######## hazard_fwd_unit ########
### Clock wires, drivers and flops, hazard_fwd_unit

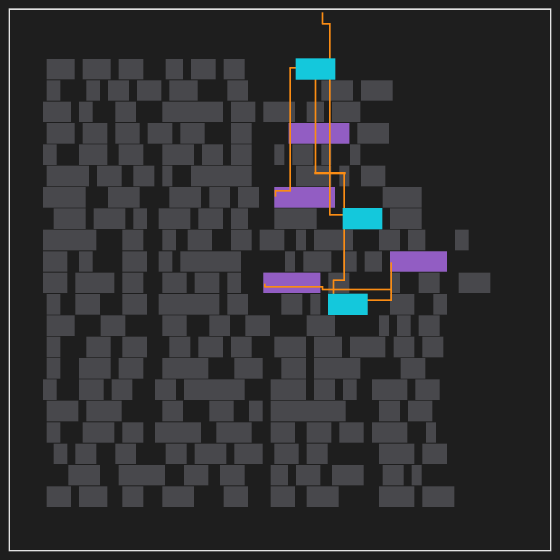
**src/rtl/hazard_fwd_unit.sv**
```systemverilog
// Hazard detection and operand forwarding control for the 5-stage pipeline.
// Define STALL_CNT_EN to add the stall_cycles / lu_events counters.
module hazard_fwd_unit #(
   parameter int AW           = 5,
   parameter int LOAD_USE_CYC = 1,
   parameter int CNT_W        = 32
) (
   input  logic          clk,
   input  logic          rst,
   input  logic [AW-1:0] D_Rs,
   input  logic [AW-1:0] D_Rt,
   input  logic [AW-1:0] E_Rs,
   input  logic [AW-1:0] E_Rt,
   input  logic [AW-1:0] E_Rw,
   input  logic          E_RegWr,
   input  logic          E_MemRd,
   input  logic [AW-1:0] M_Rw,
   input  logic [AW-1:0] M_Rt,
   input  logic          M_RegWr,
   input  logic          M_MemRd,
   input  logic          M_MemWr,
   input  logic [AW-1:0] W_Rw,
   input  logic          W_RegWr,
   input  logic          mem_ready,
   output logic [1:0]    fwd_A,
   output logic [1:0]    fwd_B,
   output logic          fwd_store,
   output logic          stall,
   output logic          flush_ex,
   output logic          mem_stall
`ifdef STALL_CNT_EN
   ,
   output logic [CNT_W-1:0] stall_cycles,
   output logic [CNT_W-1:0] lu_events
`endif
);

   if (LOAD_USE_CYC < 1 || LOAD_USE_CYC > 7 || CNT_W < 1) begin : g_bad_cfg
      $error("hazard_fwd_unit: illegal parameter set");
   end

   typedef enum logic {RUN, LU_STALL} state_t;

   localparam logic [2:0] CNT_INIT = 3'(LOAD_USE_CYC - 1);

   state_t     state;
   logic [2:0] cnt;
   logic       lu;
   logic       mw;
   logic       lu_start;
   logic       lu_active;

   // MEM result wins over WB; a load in MEM has no data yet
   function automatic logic [1:0] fwd_sel(
      input logic [AW-1:0] src,
      input logic [AW-1:0] m_rw,
      input logic          m_wr,
      input logic          m_ld,
      input logic [AW-1:0] w_rw,
      input logic          w_wr
   );
      logic [1:0] sel;
      sel = 2'b00;
      if (m_wr && !m_ld && m_rw != '0 && m_rw == src)
         sel = 2'b10;
      else if (w_wr && w_rw != '0 && w_rw == src)
         sel = 2'b01;
      return sel;
   endfunction

   always_comb begin
      lu = E_MemRd && E_RegWr && E_Rw != '0
         && (E_Rw == D_Rs || E_Rw == D_Rt);
      mw = (M_MemRd || M_MemWr) && !mem_ready;
      lu_start  = !rst && state == RUN && lu && !mw;
      lu_active = !rst && ((state == RUN && lu) || state == LU_STALL);
      mem_stall = !rst && mw;
      stall     = mem_stall || lu_active;
      flush_ex  = lu_active && !mw;
      fwd_A     = 2'b00;
      fwd_B     = 2'b00;
      fwd_store = 1'b0;
      if (!rst) begin
         fwd_A = fwd_sel(E_Rs, M_Rw, M_RegWr, M_MemRd, W_Rw, W_RegWr);
         fwd_B = fwd_sel(E_Rt, M_Rw, M_RegWr, M_MemRd, W_Rw, W_RegWr);
         fwd_store = M_MemWr && W_RegWr && W_Rw != '0 && W_Rw == M_Rt;
      end
   end

   // The RUN cycle that detects the hazard supplies the first bubble
   always_ff @(posedge clk) begin
      if (rst) begin
         state <= RUN;
         cnt   <= 3'd0;
      end else begin
         unique case (state)
            RUN: begin
               if (lu_start && LOAD_USE_CYC > 1) begin
                  state <= LU_STALL;
                  cnt   <= CNT_INIT;
               end
            end
            LU_STALL: begin
               if (!mw) begin
                  if (cnt == 3'd1) begin
                     state <= RUN;
                     cnt   <= 3'd0;
                  end else begin
                     cnt <= cnt - 3'd1;
                  end
               end
            end
            default: begin
               state <= RUN;
               cnt   <= 3'd0;
            end
         endcase
      end
   end

`ifdef STALL_CNT_EN
   always_ff @(posedge clk) begin
      if (rst) begin
         stall_cycles <= '0;
         lu_events    <= '0;
      end else begin
         if (stall)
            stall_cycles <= stall_cycles + 1'b1;
         if (lu_start)
            lu_events <= lu_events + 1'b1;
      end
   end
`endif

endmodule

```
**config.mk**
```make
export PLATFORM = sky130hd
export DESIGN_NAME = hazard_fwd_unit
export DESIGN_NICKNAME = d
export VERILOG_FILES = /design/src/rtl/hazard_fwd_unit.sv
export SDC_FILE = /design/constraint.sdc
export NUM_CORES = 1
export LEC_CHECK = 0
export CAP_MARGIN = 10
export CELL_PAD_IN_SITES_DETAIL_PLACEMENT = 1
export CELL_PAD_IN_SITES_GLOBAL_PLACEMENT = 1
export CORE_MARGIN = 4
export CORE_UTILIZATION = 19
export CTS_CLUSTER_DIAMETER = 80
export DETAILED_ROUTE_END_ITERATION = 12
export PLACE_DENSITY = 0.82
export SLEW_MARGIN = 5
export SYNTH_ARGS = -nofsm -noshare
export SYNTH_HDL_FRONTEND = slang
export SYNTH_SLANG_ARGS = --single-unit
```
**constraint.sdc**
```tcl
create_clock -name clk -period 1.24 [get_ports clk]
set_input_delay 0.186 -clock clk [delete_from_list [all_inputs] [get_ports clk]]
set_output_delay 0.186 -clock clk [all_outputs]
set_load 0.005 [all_outputs]
```
==> flow_summary_export.csv <==
group,metric,value,unit
run_status,status,"complete, but fails checks",
run_status,violations,"setup timing",
final_timing,max_freq,587.8,MHz
power_and_ir_drop,p_leak,0.8790,nW
flow_run,cap_violations,0,
final_layout,nets,244,
grt,top_usage_layer,"met2",
place,place_area,1578,um^2
grt,grt_pass1_vias,1235,
routing,postRouteWirelength,4.029,mm
routing,dr_wl_met3,199,um
clocking,hold_buffers,0,
synthesis,yosys_most_used_dff,"dfxtp_1",
final_timing,holdWs,0.3839,ns
power_and_ir_drop,power,0.9108,mW
routing,via_per_inst,4.464,
worst_setup_path,startpoint,"M_Rw[3]",
worst_setup_path,crit_arrival,1.52,ns
final_layout,lay_top_count,"buf_4",
clocking,cts_inserted_buffers,3,
floorplanning,io_pins,57,
floorplanning,nWellTaps,46,
final_layout,syn_to_final_growth,164.5,%
floorplanning,fp_util,20.36,%
synthesis,ys_sh_aoi,9.107,%
routing,drc,0,
final_timing,setup_violations,7,
synthesis,xor_area_share,43.75,%
final_layout,sh_seq_area,4.456,%
synthesis,avgSynthCellArea,7.785,um^2
power_and_ir_drop,p_sw_share,31.85,%
power_and_ir_drop,switchingPower,0.2901,mW
worst_setup_path,crit_top_cell,"nor4_4",
final_layout,diodes,0,
final_timing,timing.final.ws_setup,-0.4613,ns
routing,vias,1058,
worst_hold_path,min_to,"cnt[0]",
final_timing,final.min_clock_period,1.701,ns
final_timing,hold_viol,0,
worst_hold_path,worst_hold_startpoint,"rst",
grt,antenna_found_initial,0,
routing,post_drt_wl_per_cell,17.00,um
synthesis,syn_nets,141,
worst_setup_path,cp.required,1.05,ns
floorplanning,fp-row-count,21,
synthesis,most_common_cell,"xor2_1",
synthesis,ys_warn_count,0,
routing,dr.pass1.iters,4,
grt,met3_usage,3.241,%
synthesis,topCellsByArea,"xor2_1 (30%), xnor2_1 (14%), dfxtp_1 (11%)",
final_layout,comb_area,823.3,um^2
final_timing,slew_headroom,79.68,%
routing,wl_met2,2.306,mm
## Picture notes: 'Clock wires, drivers and flops' of hazard_fwd_unit
Orange shows clock wires, length 117 um. Purple shows flip-flops, count 4. Cyan shows clock drivers, count 3.
There are 4 routed clock nets. Position of the flops: centre.
clock latency at the later pin of the worst-skew pair: 0.22 ns
Clock Power: 0.282 mW
worst clock skew: 0.002385 ns
clock network power share: 30.9%

==> repair_timing <==
item	CTS	global route
gates resized	166	23
endpoints found under the setup margin	11	10
setup buffers	12	1
pin swaps	29	16
gates cloned	0	0
==> state kept, by name, summed over array words and instances, names as in the netlist <==
name,count
state,1
cnt,3
==> power groups by stage <==
stage | sequential, mW | combinational, mW | clock [mW]
after floorplan | 0.131 | 0.120 | 0
after global placement | 0.131 | 0.406 | 0
after detailed placement | 0.131 | 0.424 | 0
after CTS | 0.130 | 0.476 | 0.290
after global routing | 0.129 | 0.531 | 0.300
final | 0.129 | 0.500 | 0.282

######## cond_eval_unit ########
### Nets reached from selected ports, cond_eval_unit

Scale bar: 10 um.
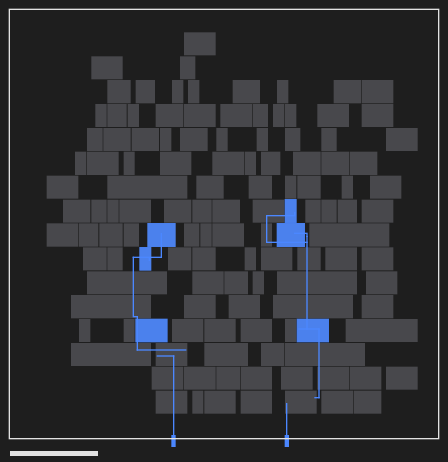
### Clock wires, drivers and flops, cond_eval_unit

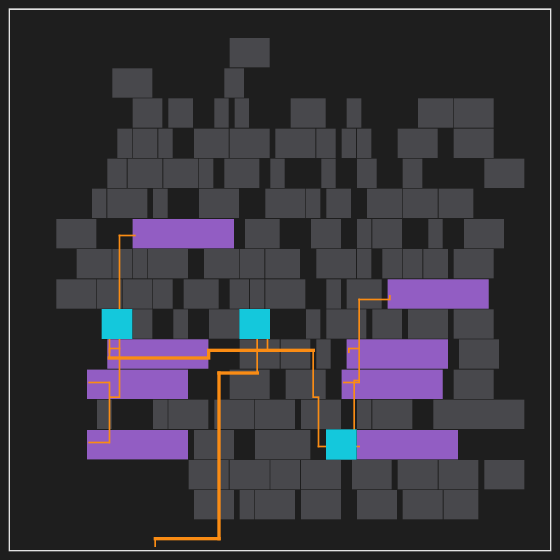
===== src/rtl/cond_eval_pkg.sv =====
// Shared constants for the condition unit: ARM condition codes and NZCV bit positions.
package cond_eval_pkg;

    typedef enum logic [3:0] {
        CC_EQ = 4'b0000, CC_NE = 4'b0001, CC_CS = 4'b0010, CC_CC = 4'b0011,
        CC_MI = 4'b0100, CC_PL = 4'b0101, CC_VS = 4'b0110, CC_VC = 4'b0111,
        CC_HI = 4'b1000, CC_LS = 4'b1001, CC_GE = 4'b1010, CC_LT = 4'b1011,
        CC_GT = 4'b1100, CC_LE = 4'b1101, CC_AL = 4'b1110, CC_NV = 4'b1111
    } cond_code_e;

    localparam int V_BIT = 3;
    localparam int C_BIT = 2;
    localparam int Z_BIT = 1;
    localparam int N_BIT = 0;

endpackage


===== src/rtl/cond_eval_lane.sv =====
// Single-lane combinational condition evaluator: code + NZCV flags -> pass.
module cond_eval_lane
    import cond_eval_pkg::*;
(
    input  logic [3:0] code,
    input  logic [3:0] flags,
    output logic       pass
);

    logic n, z, c, v;

    assign n = flags[N_BIT];
    assign z = flags[Z_BIT];
    assign c = flags[C_BIT];
    assign v = flags[V_BIT];

    always_comb begin
        pass = 1'b0;
        case (cond_code_e'(code))
            CC_EQ: pass = z;
            CC_NE: pass = ~z;
            CC_CS: pass = c;
            CC_CC: pass = ~c;
            CC_MI: pass = n;
            CC_PL: pass = ~n;
            CC_VS: pass = v;
            CC_VC: pass = ~v;
            CC_HI: pass = c & ~z;
            CC_LS: pass = ~c | z;
            CC_GE: pass = ~(n ^ v);
            CC_LT: pass = n ^ v;
            CC_GT: pass = ~z & ~(n ^ v);
            CC_LE: pass = z | (n ^ v);
            CC_AL: pass = 1'b1;
            CC_NV: pass = 1'b0;
            default: pass = 1'b0;
        endcase
    end

endmodule


===== src/rtl/cond_eval_unit.sv =====
// Architectural NZCV register with same-cycle forwarding and LANES-wide condition evaluation.
module cond_eval_unit
    import cond_eval_pkg::*;
#(
    parameter int         LANES    = 2,
    parameter int         OUT_REG  = 1,
    parameter logic [3:0] FLAG_RST = 4'b0000
) (
    input  logic               clk,
    input  logic               reset_n,
    input  logic               flag_we,
    input  logic [3:0]         flag_in,
    input  logic [3:0]         flag_mask,
    input  logic [4*LANES-1:0] code,
    input  logic [LANES-1:0]   code_valid,
    input  logic               stall,
    input  logic               flush,
    output logic [LANES-1:0]   cond,
    output logic [LANES-1:0]   cond_valid,
    output logic [3:0]         flags_q
);

    logic             flag_wr;
    logic [3:0]       flags_merged;
    logic [3:0]       flags_fwd;
    logic [LANES-1:0] raw;
    logic [LANES-1:0] eval;

    // Flush is deliberately absent here: the flag writer is older than anything being flushed.
    assign flag_wr      = flag_we & ~stall;
    assign flags_merged = (flags_q & ~flag_mask) | (flag_in & flag_mask);
    assign flags_fwd    = flag_wr ? flags_merged : flags_q;

    always_ff @(posedge clk or negedge reset_n) begin
        if (!reset_n)     flags_q <= FLAG_RST;
        else if (flag_wr) flags_q <= flags_merged;
    end

    for (genvar i = 0; i < LANES; i++) begin : g_lane
        cond_eval_lane u_lane (
            .code  (code[4*i +: 4]),
            .flags (flags_fwd),
            .pass  (raw[i])
        );
    end

    assign eval = raw & code_valid;

    if (OUT_REG != 0) begin : g_oreg
        logic [LANES-1:0] cond_r;
        logic [LANES-1:0] cond_valid_r;

        always_ff @(posedge clk or negedge reset_n) begin
            if (!reset_n) begin
                cond_r       <= '0;
                cond_valid_r <= '0;
            end else if (flush) begin
                cond_r       <= '0;
                cond_valid_r <= '0;
            end else if (!stall) begin
                cond_r       <= eval;
                cond_valid_r <= code_valid;
            end
        end

        assign cond       = cond_r;
        assign cond_valid = cond_valid_r;
    end else begin : g_ocomb
        assign cond       = eval & {LANES{~flush}};
        assign cond_valid = code_valid & {LANES{~flush}};
    end

endmodule


===== config.mk =====
export PLATFORM = sky130hd
export DESIGN_NAME = cond_eval_unit
export DESIGN_NICKNAME = d
export VERILOG_FILES = /design/src/rtl/cond_eval_pkg.sv /design/src/rtl/cond_eval_lane.sv /design/src/rtl/cond_eval_unit.sv
export SDC_FILE = /design/constraint.sdc
export NUM_CORES = 1
export LEC_CHECK = 0
export CORE_MARGIN = 2
export CORE_UTILIZATION = 40
export CTS_CLUSTER_DIAMETER = 50
export DETAILED_ROUTE_END_ITERATION = 12
export PLACE_DENSITY = 0.84
export SLEW_MARGIN = 20
export SYNTH_ARGS = -nofsm -noshare
export SYNTH_HDL_FRONTEND = slang
export SYNTH_SLANG_ARGS = --single-unit

===== constraint.sdc =====
create_clock -name clk -period 3.7 [get_ports clk]
set_input_delay 0.37 -clock clk [delete_from_list [all_inputs] [get_ports clk]]
set_output_delay 0.37 -clock clk [all_outputs]
set_load 0.05 [all_outputs]

==> flow_summary_export.csv <==
group,metric,value,unit
grt,grt-ovfl-total,0,
routing,wl_met2,1.187,mm
routing,postRouteWirelength,2.311,mm
place,place_area,1101,um^2
synthesis,syn_nets,121,
synthesis,edf_count,0,
final_timing,max_freq,399.6,MHz
routing,post_drt_wl_per_cell,15.30,um
run_status,status,"finished, final reports clean",
floorplanning,nWellTaps,27,
final_timing,setup_violations,0,
final_layout,area.sequential,200.2,um^2
routing,first_iter_violations,15,
worst_setup_path,critPathBufInv,2,
routing,via_per_inst,5.881,
grt,use_met2,35.39,%
Notes on 'Nets reached from selected ports' of cond_eval_unit above:
Blue shows code_valid, bits 2, direction input, edge south, end cells 6, buffers 2, wire 71.3 um.
I/O pins: 31
PortBufs: 30

Notes on 'Clock wires, drivers and flops' of cond_eval_unit above:
Purple shows flip-flops, count 8. Cyan shows clock drivers, count 3. Orange shows clock wires, length 111 um.
There are 4 routed clock nets.
Clock Power: 0.0641 mW
worst clock skew: 0.002200 ns
clock network power share: 18.2%

worst paths after layout:
kind / slack (ns) / from / end
setup reg to reg: 1.91 / flags_q[2] / cond[0]
hold reg to reg: 0.53 / cond_valid[0] / cond_valid[0]
hold / removal: 0.40 / reset_n / cond[1]
setup / recovery: 1.20 / stall / cond[0]
min in group clk: 0.53 / cond_valid[0] / cond_valid[0]
max in group asynchronous: 3.03 / reset_n / flags_q[2]
report_power, final:
part	total, mW	internal (mW)	switching (mW)
registers	0.106	0.0986	0.00748
logic	0.182	0.0704	0.111
clock network	0.0641	0.0369	0.0272
total	0.352	0.206	0.146

######## trig_acq_sched ########
===== src/rtl/acq_pkg.sv =====
// Shared types and constants for the trigger/acquisition scheduler.
// State encoding is one-hot; clamp minimums guard against degenerate settings.
package acq_pkg;

  localparam int ACQ_CYCLE_W = 20;
  localparam int ACQ_PULSE_W = 12;
  localparam int ACQ_SIZE_W  = 16;
  localparam int ACQ_RATE_W  = 3;
  localparam int ACQ_OVR_W   = 16;

  localparam int CYC_MIN  = 2;
  localparam int RATE_MIN = 1;

  typedef enum logic [2:0] {
    ST_IDLE    = 3'b001,
    ST_PULSE   = 3'b010,
    ST_CAPTURE = 3'b100
  } state_e;

endpackage


===== src/rtl/trig_edge_sync.sv =====
// Two-flop synchronizer for the external trigger followed by a selectable edge detector.
// Only instantiated when EXT_TRIG_EN is defined.
module trig_edge_sync (
  input  logic i_clk,
  input  logic i_rst,
  input  logic i_async,
  input  logic i_falling,
  output logic o_edge
);

  // [0],[1] form the synchronizer, [2] holds the previous synchronized level
  logic [2:0] sync_q;

  always_ff @(posedge i_clk or posedge i_rst) begin
    if (i_rst) begin
      sync_q <= '0;
    end else begin
      sync_q <= {sync_q[1:0], i_async};
    end
  end

  assign o_edge = i_falling ? (~sync_q[1] & sync_q[2]) : (sync_q[1] & ~sync_q[2]);

endmodule


===== src/rtl/trig_acq_sched.sv =====
// Periodic transducer trigger and decimated ADC capture-frame scheduler.
// Define EXT_TRIG_EN to allow trigger points from the synchronized i_ext_trig edge.
module trig_acq_sched
  import acq_pkg::*;
#(
  parameter int CYCLE_W = ACQ_CYCLE_W,
  parameter int PULSE_W = ACQ_PULSE_W,
  parameter int SIZE_W  = ACQ_SIZE_W,
  parameter int RATE_W  = ACQ_RATE_W,
  parameter int OVR_W   = ACQ_OVR_W
) (
  input  logic               i_clk,
  input  logic               i_rst,
  input  logic               i_run,
  input  logic               i_outmode,
  input  logic               i_outnegedge,
  input  logic [CYCLE_W-1:0] i_cycle,
  input  logic [PULSE_W-1:0] i_pulse,
  input  logic [SIZE_W-1:0]  i_wave_size,
  input  logic [RATE_W-1:0]  i_wave_rate,
  input  logic               i_ext_trig,
  input  logic               i_buf_ready,
  output logic               o_trig,
  output logic               o_sample_en,
  output logic               o_frame_start,
  output logic               o_frame_end,
  output logic               o_frame_abort,
  output logic               o_busy,
  output logic [OVR_W-1:0]   o_skip_cnt
);

  state_e             state_q, state_d;
  logic [CYCLE_W-1:0] per_cnt_q, per_cnt_d;
  logic [CYCLE_W-1:0] per_len_q, per_len_d;
  logic [PULSE_W-1:0] pul_rem_q, pul_rem_d;
  logic [RATE_W-1:0]  rate_q, rate_d;
  logic [RATE_W-1:0]  dec_q, dec_d;
  logic [SIZE_W-1:0]  smp_rem_q, smp_rem_d;
  logic [OVR_W-1:0]   skip_q, skip_d;
  logic               pol_q, pol_d;
  logic               trig_q, trig_d;
  logic               se_q, se_d;
  logic               fs_q, fs_d;
  logic               fe_q, fe_d;
  logic               ab_q, ab_d;

  logic [CYCLE_W-1:0] cyc_c, cyc_m1, pw_wide;
  logic [PULSE_W-1:0] pw_c;
  logic [RATE_W-1:0]  rate_c;
  logic [SIZE_W-1:0]  size_c;
  logic               int_tp, tp;

  // Settings clamped to usable values at the moment they are latched
  assign cyc_c   = (i_cycle < CYCLE_W'(CYC_MIN)) ? CYCLE_W'(CYC_MIN) : i_cycle;
  assign cyc_m1  = cyc_c - CYCLE_W'(1);
  assign pw_wide = (i_pulse == '0) ? CYCLE_W'(1) : CYCLE_W'(i_pulse);
  assign pw_c    = PULSE_W'((pw_wide > cyc_m1) ? cyc_m1 : pw_wide);
  assign rate_c  = (i_wave_rate == '0) ? RATE_W'(RATE_MIN) : i_wave_rate;
  assign size_c  = (i_wave_size == '0) ? SIZE_W'(1) : i_wave_size;

  // Period counter: the length is re-read from i_cycle every time it passes 0
  always_comb begin
    per_cnt_d = per_cnt_q;
    per_len_d = per_len_q;
    int_tp    = 1'b0;
    if (!i_run) begin
      per_cnt_d = '0;
    end else if (per_cnt_q == '0) begin
      int_tp    = 1'b1;
      per_len_d = cyc_c;
      per_cnt_d = CYCLE_W'(1);
    end else if (per_cnt_q == per_len_q - CYCLE_W'(1)) begin
      per_cnt_d = '0;
    end else begin
      per_cnt_d = per_cnt_q + CYCLE_W'(1);
    end
  end

`ifdef EXT_TRIG_EN
  logic ext_edge;

  trig_edge_sync u_edge_sync (
    .i_clk     (i_clk),
    .i_rst     (i_rst),
    .i_async   (i_ext_trig),
    .i_falling (i_outnegedge),
    .o_edge    (ext_edge)
  );

  assign tp = i_run & (i_outmode ? ext_edge : int_tp);
`else
  logic unused_ext;
  assign unused_ext = i_ext_trig ^ i_outmode;
  assign tp         = int_tp;
`endif

  always_comb begin
    state_d   = state_q;
    pul_rem_d = pul_rem_q;
    rate_d    = rate_q;
    dec_d     = dec_q;
    smp_rem_d = smp_rem_q;
    skip_d    = skip_q;
    pol_d     = pol_q;
    trig_d    = pol_q;
    se_d      = 1'b0;
    fs_d      = 1'b0;
    fe_d      = 1'b0;
    ab_d      = 1'b0;

    if ((state_q != ST_IDLE) && !i_run) begin
      state_d = ST_IDLE;
      ab_d    = 1'b1;
    end else begin
      if (state_q != ST_IDLE) begin
        if (pul_rem_q != '0) begin
          trig_d    = ~pol_q;
          pul_rem_d = pul_rem_q - PULSE_W'(1);
        end
        // Strobe on a zero decimation count, then reload it with rate-1
        if (smp_rem_q != '0) begin
          if (dec_q == '0) begin
            se_d      = 1'b1;
            fe_d      = (smp_rem_q == SIZE_W'(1));
            smp_rem_d = smp_rem_q - SIZE_W'(1);
            dec_d     = rate_q - RATE_W'(1);
          end else begin
            dec_d = dec_q - RATE_W'(1);
          end
        end
      end

      case (state_q)
        ST_PULSE: begin
          if (pul_rem_q == '0) begin
            state_d = (smp_rem_q == '0) ? ST_IDLE : ST_CAPTURE;
          end
        end
        ST_CAPTURE: begin
          if (smp_rem_q == '0) begin
            state_d = ST_IDLE;
          end
        end
        default: ;
      endcase

      if (tp) begin
        if ((state_q != ST_IDLE) || !i_buf_ready) begin
          if (skip_q != '1) begin
            skip_d = skip_q + OVR_W'(1);
          end
        end else begin
          state_d   = ST_PULSE;
          fs_d      = 1'b1;
          pol_d     = i_outnegedge;
          trig_d    = i_outnegedge;
          pul_rem_d = pw_c;
          rate_d    = rate_c;
          dec_d     = '0;
          smp_rem_d = size_c;
        end
      end
    end
  end

  always_ff @(posedge i_clk or posedge i_rst) begin
    if (i_rst) begin
      state_q   <= ST_IDLE;
      per_cnt_q <= '0;
      per_len_q <= '0;
      pul_rem_q <= '0;
      rate_q    <= '0;
      dec_q     <= '0;
      smp_rem_q <= '0;
      skip_q    <= '0;
      pol_q     <= 1'b0;
      trig_q    <= 1'b0;
      se_q      <= 1'b0;
      fs_q      <= 1'b0;
      fe_q      <= 1'b0;
      ab_q      <= 1'b0;
    end else begin
      state_q   <= state_d;
      per_cnt_q <= per_cnt_d;
      per_len_q <= per_len_d;
      pul_rem_q <= pul_rem_d;
      rate_q    <= rate_d;
      dec_q     <= dec_d;
      smp_rem_q <= smp_rem_d;
      skip_q    <= skip_d;
      pol_q     <= pol_d;
      trig_q    <= trig_d;
      se_q      <= se_d;
      fs_q      <= fs_d;
      fe_q      <= fe_d;
      ab_q      <= ab_d;
    end
  end

  assign o_trig        = trig_q;
  assign o_sample_en   = se_q;
  assign o_frame_start = fs_q;
  assign o_frame_end   = fe_q;
  assign o_frame_abort = ab_q;
  assign o_busy        = (state_q != ST_IDLE);
  assign o_skip_cnt    = skip_q;

endmodule


===== config.mk =====
export PLATFORM = sky130hd
export DESIGN_NAME = trig_acq_sched
export DESIGN_NICKNAME = d
export VERILOG_FILES = /design/src/rtl/acq_pkg.sv /design/src/rtl/trig_edge_sync.sv /design/src/rtl/trig_acq_sched.sv
export SDC_FILE = /design/constraint.sdc
export NUM_CORES = 1
export LEC_CHECK = 0
export CAP_MARGIN = 40
export CORE_MARGIN = 5
export CORE_UTILIZATION = 40
export CTS_BUF_LIST = sky130_fd_sc_hd__clkbuf_4 sky130_fd_sc_hd__clkbuf_8
export DETAILED_ROUTE_END_ITERATION = 10
export HOLD_SLACK_MARGIN = 0.05
export PLACE_DENSITY = 0.59
export SYNTH_ARGS = -nofsm -noshare
export SYNTH_HDL_FRONTEND = slang
export SYNTH_HIERARCHICAL = 1
export SYNTH_SLANG_ARGS = --single-unit
export TNS_END_PERCENT = 100

===== constraint.sdc =====
create_clock -name i_clk -period 4.1 [get_ports i_clk]
set_input_delay 0.41 -clock i_clk [delete_from_list [all_inputs] [get_ports i_clk]]
set_output_delay 0.41 -clock i_clk [all_outputs]
set_load 0.01 [all_outputs]

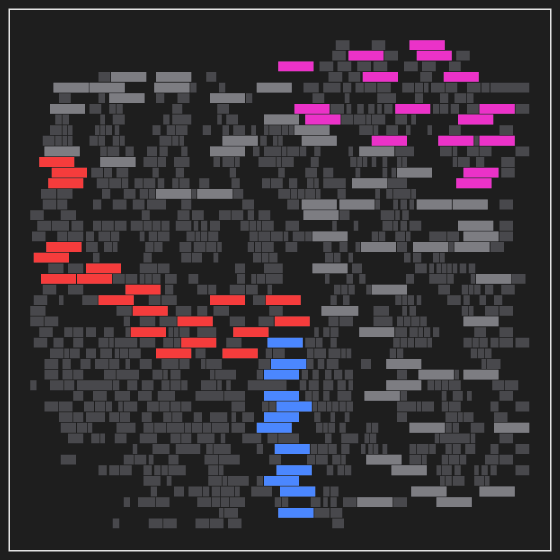
*Register map, names as in the netlist, trig_acq_sched*
Other sequential cells in the stronger grey, the rest of the logic in the fainter grey.
Red shows per_len_q, flops 20. Magenta shows o_skip_cnt, flops 16, where north-east. Blue shows pul_rem_q, flops 12, where south.
Final Core Density: 51.04%
FF/Latch Area: 2479 um^2

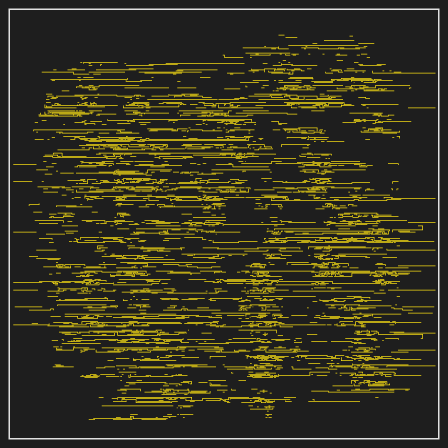
*The metal 1 layer, trig_acq_sched*
The longest straight run is 44.2 um. 843 nets have wire on it.
Routed Wire Length: 18.20 mm
vias: 5971

==> flow_summary_export.csv <==
group,metric,value,unit
run_status,status,"finished, final reports clean",
worst_setup_path,max_stage_delay,0.56,ns
routing,first_iter_violations,395,
place,pre_cts_ws,-0.5275,ns
final_timing,holdWs,0.2647,ns
floorplanning,fp-row-count,46,
power_and_ir_drop,p_comb,1.26,mW
synthesis,edf_count,0,
power_and_ir_drop,power,3.419,mW
routing,via_per_inst,5.622,
power_and_ir_drop,pwr-share-comb,37.0,%
worst_setup_path,startpoint,"i_cycle[5]",
synthesis,fa_ha_area_share,3.998,%
final_layout,signal_buffers,128,
clocking,cts-root-buf,"clkbuf_8",
grt,grtUsageTotal,18.86,%
final_layout,sh_seq_area,30.35,%
synthesis,ys_ff,99,
floorplanning,coreArea,16000,um^2
grt,grt_pass1_wl,30.32,mm
synthesis,synthTopLogicFamily,"simple AND/OR/NAND/NOR gates",
place,gp_congestion,0.8788,
power_and_ir_drop,clockPowerShare,17.6,%
sequential cells by signal, summed over array words and instances, names as in the netlist, 3 cells and up:
signal / cells
pul_rem_q: 12
per_len_q: 20
state_q: 3
smp_rem_q: 16
rate_q: 3
o_skip_cnt: 16
dec_q: 3
per_cnt_q: 20
per-layer routing:
| metal | up-vias | global-route usage (%) | routed length [um] |
|---|---|---|---|
| met5 | - | 0 | 0 |
| met4 | 0 | 6.292 | 332 |
| met3 | 29 | 3.172 | 730 |
| met2 | 157 | 31.37 | 8727 |
| met1 | 2865 | 25.05 | 8414 |
| li1 | 2920 | - | - |

######## multiplier_fsm ########
### Clock wires, drivers and flops, multiplier_fsm

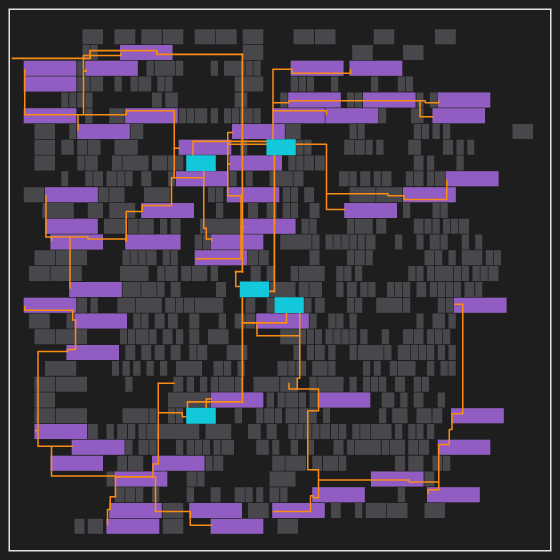
## config.mk

```make
export PLATFORM = sky130hd
export DESIGN_NAME = multiplier_fsm
export DESIGN_NICKNAME = d
export VERILOG_FILES = /design/src/rtl/multiplier_fsm.sv
export SDC_FILE = /design/constraint.sdc
export NUM_CORES = 1
export LEC_CHECK = 0
export ABC_AREA = 1
export CAP_MARGIN = 20
export CORE_MARGIN = 2
export CORE_UTILIZATION = 45
export DETAILED_ROUTE_END_ITERATION = 7
export HOLD_SLACK_MARGIN = 0.06
export PLACE_DENSITY = 0.66
export SETUP_SLACK_MARGIN = 0.4
export SLEW_MARGIN = 25
export SYNTH_ARGS = -nofsm -noshare
export SYNTH_HDL_FRONTEND = slang
export SYNTH_SLANG_ARGS = --single-unit
```

## constraint.sdc

```tcl
create_clock -name i_clk -period 3.2 [get_ports i_clk]
set_clock_uncertainty 0.1 [all_clocks]
set_input_delay 0.64 -clock i_clk [delete_from_list [all_inputs] [get_ports i_clk]]
set_output_delay 0.64 -clock i_clk [all_outputs]
set_load 0.01 [all_outputs]
```

## src/rtl/multiplier_fsm.sv

```systemverilog
// ----------------------------------------------------------------------------
// multiplier_fsm
//   Iterative shift-add unsigned multiplier with a begin/busy/done job
//   handshake, the same handshake the divider uses, so a sequencer can drive
//   both through one interface style.
//   ABSTRACT_MODEL=1 computes the product as a*b at the accept edge and keeps
//   the identical FSM, counter and output timing, for use as a reference twin.
//
// Ports
//   i_clk           clock, all flops on posedge
//   i_rst_n         asynchronous reset, active-low
//   i_cg            clock gate; 0 holds every flop
//   i_begin         job request, taken only when !o_busy && i_cg
//   i_multiplicand  operand A (unsigned), captured on accept
//   i_multiplier    operand B (unsigned), captured on accept
//   o_busy          job in progress; i_begin ignored while high
//   o_done          one-cycle pulse (per enabled cycle) marking o_product valid
//   o_product       A*B, stable from o_done until the next accepted job
// ----------------------------------------------------------------------------
module multiplier_fsm #(
    parameter int unsigned WIDTH          = 8,
    parameter int unsigned ABSTRACT_MODEL = 0
) (
    input  logic                 i_clk,
    input  logic                 i_rst_n,
    input  logic                 i_cg,
    input  logic                 i_begin,
    input  logic [WIDTH-1:0]     i_multiplicand,
    input  logic [WIDTH-1:0]     i_multiplier,
    output logic                 o_busy,
    output logic                 o_done,
    output logic [2*WIDTH-1:0]   o_product
);

    localparam int unsigned CNT_W = $clog2(WIDTH);
    localparam logic [CNT_W-1:0] CNT_LAST = CNT_W'(WIDTH - 1);

    typedef enum logic {
        IDLE,
        RUN
    } state_t;

    state_t               state;
    logic [WIDTH-1:0]     mcand;
    logic [WIDTH-1:0]     mplier;
    logic [CNT_W-1:0]     cnt;
    logic [2*WIDTH-1:0]   acc;
    logic [2*WIDTH-1:0]   acc_next;
    logic [2*WIDTH-1:0]   result;
    logic [2*WIDTH-1:0]   cap_value;

    // One shift-add step: add A<<cnt when the current low bit of B is set.
    always_comb begin
        acc_next = acc;
        if (mplier[0]) begin
            acc_next = acc + ({{WIDTH{1'b0}}, mcand} << cnt);
        end
    end

    // The abstract build preloads the full product on accept and simply
    // carries it through the RUN cycles, so only the datapath differs.
    always_comb begin
        cap_value = '0;
        result    = acc_next;
        if (ABSTRACT_MODEL != 0) begin
            cap_value = {{WIDTH{1'b0}}, i_multiplicand} * {{WIDTH{1'b0}}, i_multiplier};
            result    = acc;
        end
    end

    always_ff @(posedge i_clk or negedge i_rst_n) begin
        if (!i_rst_n) begin
            state     <= IDLE;
            mcand     <= '0;
            mplier    <= '0;
            cnt       <= '0;
            acc       <= '0;
            o_busy    <= 1'b0;
            o_done    <= 1'b0;
            o_product <= '0;
        end else if (i_cg) begin
            o_done <= 1'b0;
            case (state)
                IDLE: begin
                    if (i_begin) begin
                        mcand     <= i_multiplicand;
                        mplier    <= i_multiplier;
                        acc       <= cap_value;
                        cnt       <= '0;
                        o_product <= '0;
                        o_busy    <= 1'b1;
                        state     <= RUN;
                    end
                end
                RUN: begin
                    mplier <= mplier >> 1;
                    if (ABSTRACT_MODEL == 0) begin
                        acc <= acc_next;
                    end
                    if (cnt == CNT_LAST) begin
                        // Explicit wrap: WIDTH need not be a power of two.
                        cnt       <= '0;
                        o_product <= result;
                        o_busy    <= 1'b0;
                        o_done    <= 1'b1;
                        state     <= IDLE;
                    end else begin
                        cnt <= cnt + 1'b1;
                    end
                end
                default: state <= IDLE;
            endcase
        end
    end

endmodule

```

==> flow_summary_export.csv <==
group,metric,value,unit
clocking,cts_inserted_buffers,5,
flow_run,tool_warnings,27,
routing,via_per_inst,5.246,
power_and_ir_drop,intPower,2.227,mW
grt,grt_pass1_vias,3050,
worst_setup_path,r2r-end,"o_product[13]",
final_layout,lay_top_count,"nand2_1",
worst_setup_path,critPathBufInv,1,
final_layout,stdcell_count,642,
worst_hold_path,hp-class,"input port to asynchronous set/reset pin",
worst_setup_path,path_delay_family,"simple AND/OR/NAND/NOR gates",
power_and_ir_drop,p_per_area,1009,nW/um^2
power_and_ir_drop,p_leak,2.193,nW
grt,met1_usage,28.92,%
grt,antenna_found_initial,0,
synthesis,edf_count,0,
routing,dr_wl_met3,322,um
power_and_ir_drop,switchingPower,2.049,mW
synthesis,syn_nets,539,
final_layout,final_util,55.16,%
clocking,cts-root-buf,"clkbuf_8",
place,pre_cts_ws,0.4905,ns
grt,top_usage_layer,"met2",
final_timing,final.min_clock_period,2.657,ns
final_timing,worstMarginPinSlew,0.7343,ns
final_timing,fin_crit_sh,83.05,%
synthesis,simple_gate_share,32.96,%
worst_setup_path,rr_worst_depth,14,
floorplanning,fp-row-count,32,
routing,vias,3368,
worst_setup_path,startpoint,"cnt[0]",
power_and_ir_drop,seqPwrFrac,28.4,%
worst_setup_path,endpoint,"o_product[13]",
grt,use_met2,34.24,%
synthesis,yosys_most_used_dff,"dfrtp_1",
flow_run,cap_violations,0,
synthesis,ys_ff,54,
floorplanning,io_pins,38,
power_and_ir_drop,p_sw_share,47.92,%
routing,ant_nets,0,
power_and_ir_drop,pwr-share-comb,62.5,%
synthesis,avgSynthCellArea,7.115,um^2
worst_setup_path,crit_type,"register to register",
synthesis,synth_cells,501,
floorplanning,die_h,93,um
routing,postRouteWirelength,8.625,mm
final_timing,setup_violations,0,
worst_setup_path,cp-start-kind,"register",
grt,grt_max_degree,55,
synthesis,ys_warn_count,0,
routing,drt-met1-wl,4.053,mm
synthesis,netlist_top_cells_count,"nand2_1 (163), inv_1 (57), dfrtp_1 (54)",
synthesis,ys_sh_aoi,9.477,%
final_timing,slew_headroom,50.99,%
power_and_ir_drop,ir_drop,0.0004152,V
synthesis,synthMuxAreaShare,4.072,%
final_timing,max_freq,376.3,MHz
place,dp_hpwl,6.245,mm
final_timing,timing.final.ws_setup,0.5425,ns
routing,drc,0,
final_timing,holdWs,0.3485,ns
run_status,status,"finished, final reports clean",
synthesis,fa_ha_area_share,6.529,%
## Picture notes: 'Clock wires, drivers and flops' of multiplier_fsm
Orange shows clock wires, length 734 um. Cyan shows clock drivers, count 5. Purple shows flip-flops, count 54.
There are 6 routed clock nets.
clock latency at the later pin of the worst-skew pair: 0.32 ns
clock network power share: 9.1%
Clock Power: 0.387 mW

==> layout make-up <==
cell class,count,share of cell area (%)
timing repair buffer,50,10.95
clock inverter,2,0.3246
tap,102,3.010
inverter,62,5.901
multi-input combinational,367,46.30
sequential,54,31.90
clock buffer,5,1.623
==> power groups by stage <==
stage                     clock network [mW]  registers [mW]  logic, mW
after floorplan                            0            1.20       1.75
after global placement                     0            1.21       2.39
after detailed placement                   0            1.22       2.44
after CTS                              0.399            1.21       2.45
after global routing                   0.426            1.26       3.02
final                                  0.387            1.22       2.67

######## neuron_mac_accumulator ########
### Register map, names as in the netlist, neuron_mac_accumulator

Other sequential cells in the stronger grey, the rest of the logic in the fainter grey.
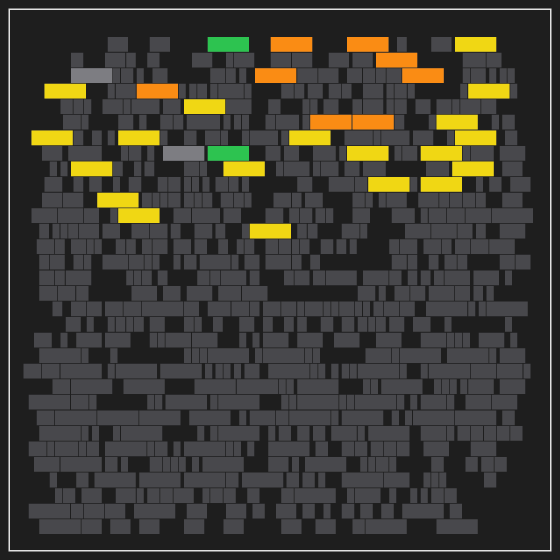
### Nets reached from selected ports, neuron_mac_accumulator

Scale bar: 20 um.
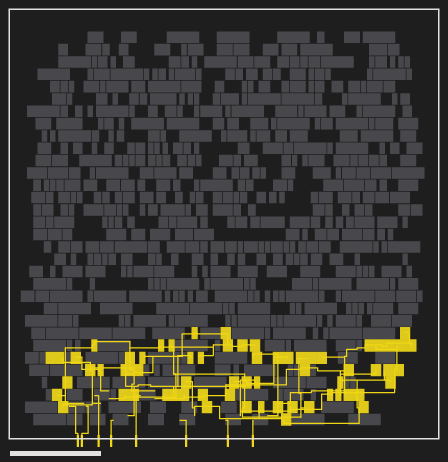
**src/rtl/neuron_fxp_pkg.sv**
```systemverilog
// Shared fixed-point definitions for the neuron datapath: Q4.4 word type,
// its saturation limits and the MAC stage state encoding.
package neuron_fxp_pkg;

  localparam int DATA_W = 8;
  localparam int FRAC_W = 4;

  typedef logic signed [7:0] q44_t;

  localparam q44_t Q44_MAX = 8'sh7F;
  localparam q44_t Q44_MIN = 8'sh80;

  typedef enum logic {
    ACC = 1'b0,
    OUT = 1'b1
  } mac_state_t;

endpackage

```
**src/rtl/neuron_rescale_sat.sv**
```systemverilog
// Rescales a Q8.8-scaled accumulator sum down to Q4.4 and saturates it to
// the signed 8-bit range. Purely combinational so other neuron stages can
// reuse it.
// Build option: NEURON_MAC_ROUND_EN selects round-half-up instead of floor.
module neuron_rescale_sat
  import neuron_fxp_pkg::*;
#(
  parameter int ACC_W = 19
) (
  input  logic [ACC_W-1:0] acc_next,
  output q44_t             z_value,
  output logic             z_sat
);

  // One extra bit above the accumulator keeps the rounding add from wrapping.
  localparam int RW = ACC_W + 1 - FRAC_W;
  localparam logic signed [RW-1:0] R_MAX = {{(RW-DATA_W){1'b0}}, Q44_MAX};
  localparam logic signed [RW-1:0] R_MIN = {{(RW-DATA_W){1'b1}}, Q44_MIN};

`ifdef NEURON_MAC_ROUND_EN
  // Half an output LSB, so the floor shift below rounds half up.
  localparam logic [ACC_W:0] ROUND_ADD = {{(ACC_W+1-FRAC_W){1'b0}}, 1'b1, {(FRAC_W-1){1'b0}}};
`else
  localparam logic [ACC_W:0] ROUND_ADD = {(ACC_W+1){1'b0}};
`endif

  logic signed [ACC_W:0]  biased_s;
  logic signed [RW-1:0]   r_s;

  // Drop the fractional bits with an arithmetic shift, then clip to Q4.4.
  always_comb begin
    biased_s = {acc_next[ACC_W-1], acc_next} + ROUND_ADD;
    r_s      = RW'(biased_s >>> FRAC_W);
    if (r_s > R_MAX) begin
      z_value = Q44_MAX;
      z_sat   = 1'b1;
    end else if (r_s < R_MIN) begin
      z_value = Q44_MIN;
      z_sat   = 1'b1;
    end else begin
      z_value = r_s[DATA_W-1:0];
      z_sat   = 1'b0;
    end
  end

endmodule

```
**src/rtl/neuron_mac_accumulator.sv**
```systemverilog
// Sequential multiply-accumulate stage of one neuron: takes N_INPUTS (x, w)
// beats, adds the bias sampled on the first beat, rescales to Q4.4 with
// saturation and presents the result to the sigmoid stage over valid/ready.
// Build option: NEURON_MAC_ROUND_EN (handled inside neuron_rescale_sat)
// selects round-half-up instead of floor when dropping fractional bits.
module neuron_mac_accumulator
  import neuron_fxp_pkg::*;
#(
  parameter int N_INPUTS = 4,
  parameter int ACC_W    = 2*DATA_W + $clog2(N_INPUTS) + 1
) (
  input  logic              clk,
  input  logic              rst,
  input  logic              in_valid,
  output logic              in_ready,
  input  logic [DATA_W-1:0] x_data,
  input  logic [DATA_W-1:0] w_data,
  input  logic [DATA_W-1:0] bias,
  output logic              z_valid,
  input  logic              z_ready,
  output logic [DATA_W-1:0] z_value,
  output logic              z_sat
);

  localparam int CNT_W = (N_INPUTS > 1) ? $clog2(N_INPUTS) : 1;
  localparam logic [CNT_W-1:0] CNT_LAST = CNT_W'(N_INPUTS - 1);

  mac_state_t              state_q;
  logic [CNT_W-1:0]        cnt_q;
  logic [ACC_W-1:0]        acc_q;
  logic [ACC_W-1:0]        acc_d;
  logic [DATA_W-1:0]       z_value_q;
  logic                    z_sat_q;

  logic signed [2*DATA_W-1:0] prod_s;
  logic [ACC_W-1:0]        prod_ext_s;
  logic [ACC_W-1:0]        bias_ext_s;
  logic [ACC_W-1:0]        base_s;
  q44_t                    z_value_d;
  logic                    z_sat_d;
  logic                    last_s;

  // Next accumulator value: bias (aligned to Q8.8) seeds the first beat.
  always_comb begin
    prod_s     = $signed(x_data) * $signed(w_data);
    prod_ext_s = {{(ACC_W-2*DATA_W){prod_s[2*DATA_W-1]}}, prod_s};
    bias_ext_s = {{(ACC_W-DATA_W-FRAC_W){bias[DATA_W-1]}}, bias, {FRAC_W{1'b0}}};
    if (cnt_q == {CNT_W{1'b0}}) begin
      base_s = bias_ext_s;
    end else begin
      base_s = acc_q;
    end
    acc_d  = base_s + prod_ext_s;
    last_s = (cnt_q == CNT_LAST);
  end

  neuron_rescale_sat #(
    .ACC_W (ACC_W)
  ) u_rescale (
    .acc_next (acc_d),
    .z_value  (z_value_d),
    .z_sat    (z_sat_d)
  );

  // Control FSM with beat counter, accumulator and result registers.
  always_ff @(posedge clk) begin
    if (!rst) begin
      state_q   <= ACC;
      cnt_q     <= {CNT_W{1'b0}};
      acc_q     <= {ACC_W{1'b0}};
      z_value_q <= {DATA_W{1'b0}};
      z_sat_q   <= 1'b0;
    end else begin
      case (state_q)
        ACC: begin
          if (in_valid) begin
            acc_q <= acc_d;
            if (last_s) begin
              cnt_q     <= {CNT_W{1'b0}};
              z_value_q <= z_value_d;
              z_sat_q   <= z_sat_d;
              state_q   <= OUT;
            end else begin
              cnt_q <= cnt_q + CNT_W'(1);
            end
          end else begin
            state_q <= ACC;
          end
        end
        OUT: begin
          // Result is held until the sigmoid stage takes it.
          if (z_ready) begin
            state_q <= ACC;
          end else begin
            state_q <= OUT;
          end
        end
        default: begin
          state_q <= ACC;
          cnt_q   <= {CNT_W{1'b0}};
        end
      endcase
    end
  end

  assign in_ready = (state_q == ACC);
  assign z_valid  = (state_q == OUT);
  assign z_value  = z_value_q;
  assign z_sat    = z_sat_q;

endmodule

```
**config.mk**
```make
export PLATFORM = sky130hd
export DESIGN_NAME = neuron_mac_accumulator
export DESIGN_NICKNAME = d
export VERILOG_FILES = /design/src/rtl/neuron_fxp_pkg.sv /design/src/rtl/neuron_rescale_sat.sv /design/src/rtl/neuron_mac_accumulator.sv
export SDC_FILE = /design/constraint.sdc
export NUM_CORES = 1
export LEC_CHECK = 0
export ABC_CLOCK_PERIOD_IN_PS = 17000
export CAP_MARGIN = 20
export CORE_MARGIN = 2
export CORE_UTILIZATION = 60
export CTS_CLUSTER_DIAMETER = 120
export DETAILED_ROUTE_END_ITERATION = 8
export GPL_TIMING_DRIVEN = 0
export PLACE_DENSITY_LB_ADDON = 0.12
export SETUP_SLACK_MARGIN = 0.2
export SKIP_CTS_REPAIR_TIMING = 1
export SLEW_MARGIN = 30
export SYNTH_ARGS = -nofsm -noshare
export SYNTH_HDL_FRONTEND = slang
export SYNTH_SLANG_ARGS = --single-unit
export TNS_END_PERCENT = 50
```
**constraint.sdc**
```tcl
create_clock -name clk -period 17 [get_ports clk]
set_input_delay 3.4 -clock clk [delete_from_list [all_inputs] [get_ports clk]]
set_output_delay 3.4 -clock clk [all_outputs]
set_load 0.005 [all_outputs]
```
==> flow_summary_export.csv <==
group,metric,value,unit
synthesis,yosys.area.top_type,"fa_1",
synthesis,ys_async_sr_fraction,0,%
place,place_area,5404,um^2
final_timing,holdWs,0.4682,ns
synthesis,syn_nets,722,
final_timing,timing.final.ws_setup,6.514,ns
worst_hold_path,worst_hold_startpoint,"acc_q[4]",
final_layout,comb_area,3837,um^2
routing,postRouteWirelength,10.49,mm
synthesis,avgSynthCellArea,8.315,um^2
final_layout,design_area,5485,um^2
final_layout,clk_share,1.483,%
place,pre_cts_ws,6.336,ns
synthesis,yosys_most_used_dff,"dfxtp_1",
final_layout,most-common-layout-cells,"inv_1 (98), nand2_1 (61), fa_1 (56)",
worst_hold_path,whs_path_depth,2,
synthesis,synth_chip_area,4906,um^2
final_layout,layout-drive-gt1-share,3.937,%
worst_setup_path,cp-start-kind,"input port",
worst_setup_path,crit_path_end_kind,"register",
synthesis,synthTopLogicFamily,"adder cells",
grt,grt_pass1_wl,18.73,mm
floorplanning,die_h,94.43,um
floorplanning,nWellTaps,102,
final_layout,stdcell_count,737,
final_timing,rsz0062_at_grt,"no",
clocking,cts_inserted_buffers,5,
worst_setup_path,startpoint,"w_data[4]",
final_layout,inv_count,100,
final_layout,clkbuf_count,7,
clocking,path_clk_slew,0.06,ns
final_timing,max_freq,95.37,MHz
worst_hold_path,min_to,"acc_q[4]",
grt,grt_max_degree,11,
synthesis,netlist.area_leader.share,22.85,%
worst_setup_path,r2r_slack,11.96,ns
synthesis,synthMuxAreaShare,2.244,%
floorplanning,fp-row-count,32,
final_timing,fin_crit_sh,61.68,%
place,dp_hpwl,8.772,mm
final_layout,comb_share,69.96,%
place,gp_congestion,0.8541,
routing,vias,4089,
worst_setup_path,crit_arrival,10.61,ns
worst_setup_path,r2r-end,"z_value[1]",
clocking,cts_tree,"yes",
synthesis,ys_ff,31,
floorplanning,coreArea,7807,um^2
worst_setup_path,path_delay_family,"AND-OR/OR-AND gates",
grt,antenna_found_initial,0,
run_status,status,"finished, final reports clean",
synthesis,netlist_top_cells_count,"inv_1 (98), nand2_1 (61), fa_1 (56)",
Notes on 'Register map, names as in the netlist' of neuron_mac_accumulator above:
Orange shows z_value, flops 8. Green shows cnt_q, flops 2. Yellow shows acc_q, flops 19.
FF/Latch Area: 620.6 um^2

Notes on 'Nets reached from selected ports' of neuron_mac_accumulator above:
Yellow shows x_data, bits 8, direction input, edge south, end cells 64, buffers 8, wire 661 um.
PortBufs: 37
I/O pins: 39

## registers in the layout, indices dropped and copies added, names as in the netlist
| register | cells |
|---|---|
| z_value | 8 |
| z_valid | 1 |
| cnt_q | 2 |
| acc_q | 19 |
| z_sat | 1 |
## metal layers
metal / wire [um] / global-route usage, %
met3: 344 / 2.634
met1: 4817 / 35.08
met4: 43 / 2.174
met5: 0 / 0
met2: 5284 / 47.20


==> gallery <==
Nets reached from selected ports.
picture 1
Scale bar: 50 um.
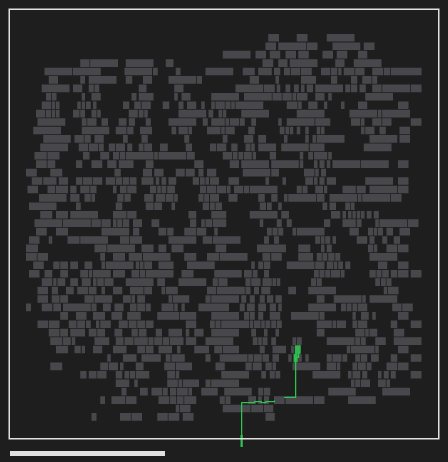
picture 2
Scale bar: 20 um.
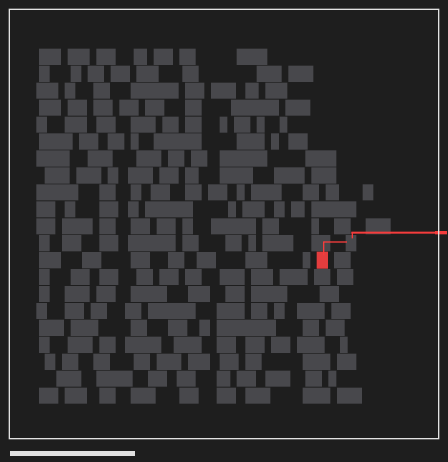
picture 3
Scale bar: 20 um.
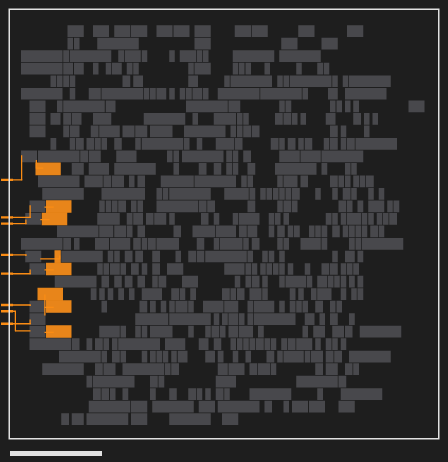
- picture 2 = hazard_fwd_unit
- picture 3 = multiplier_fsm
- picture 1 = trig_acq_sched
- smallest die: picture 2
- largest die: picture 1

Power figures rest on the tool's default switching activity, not on a simulated workload.
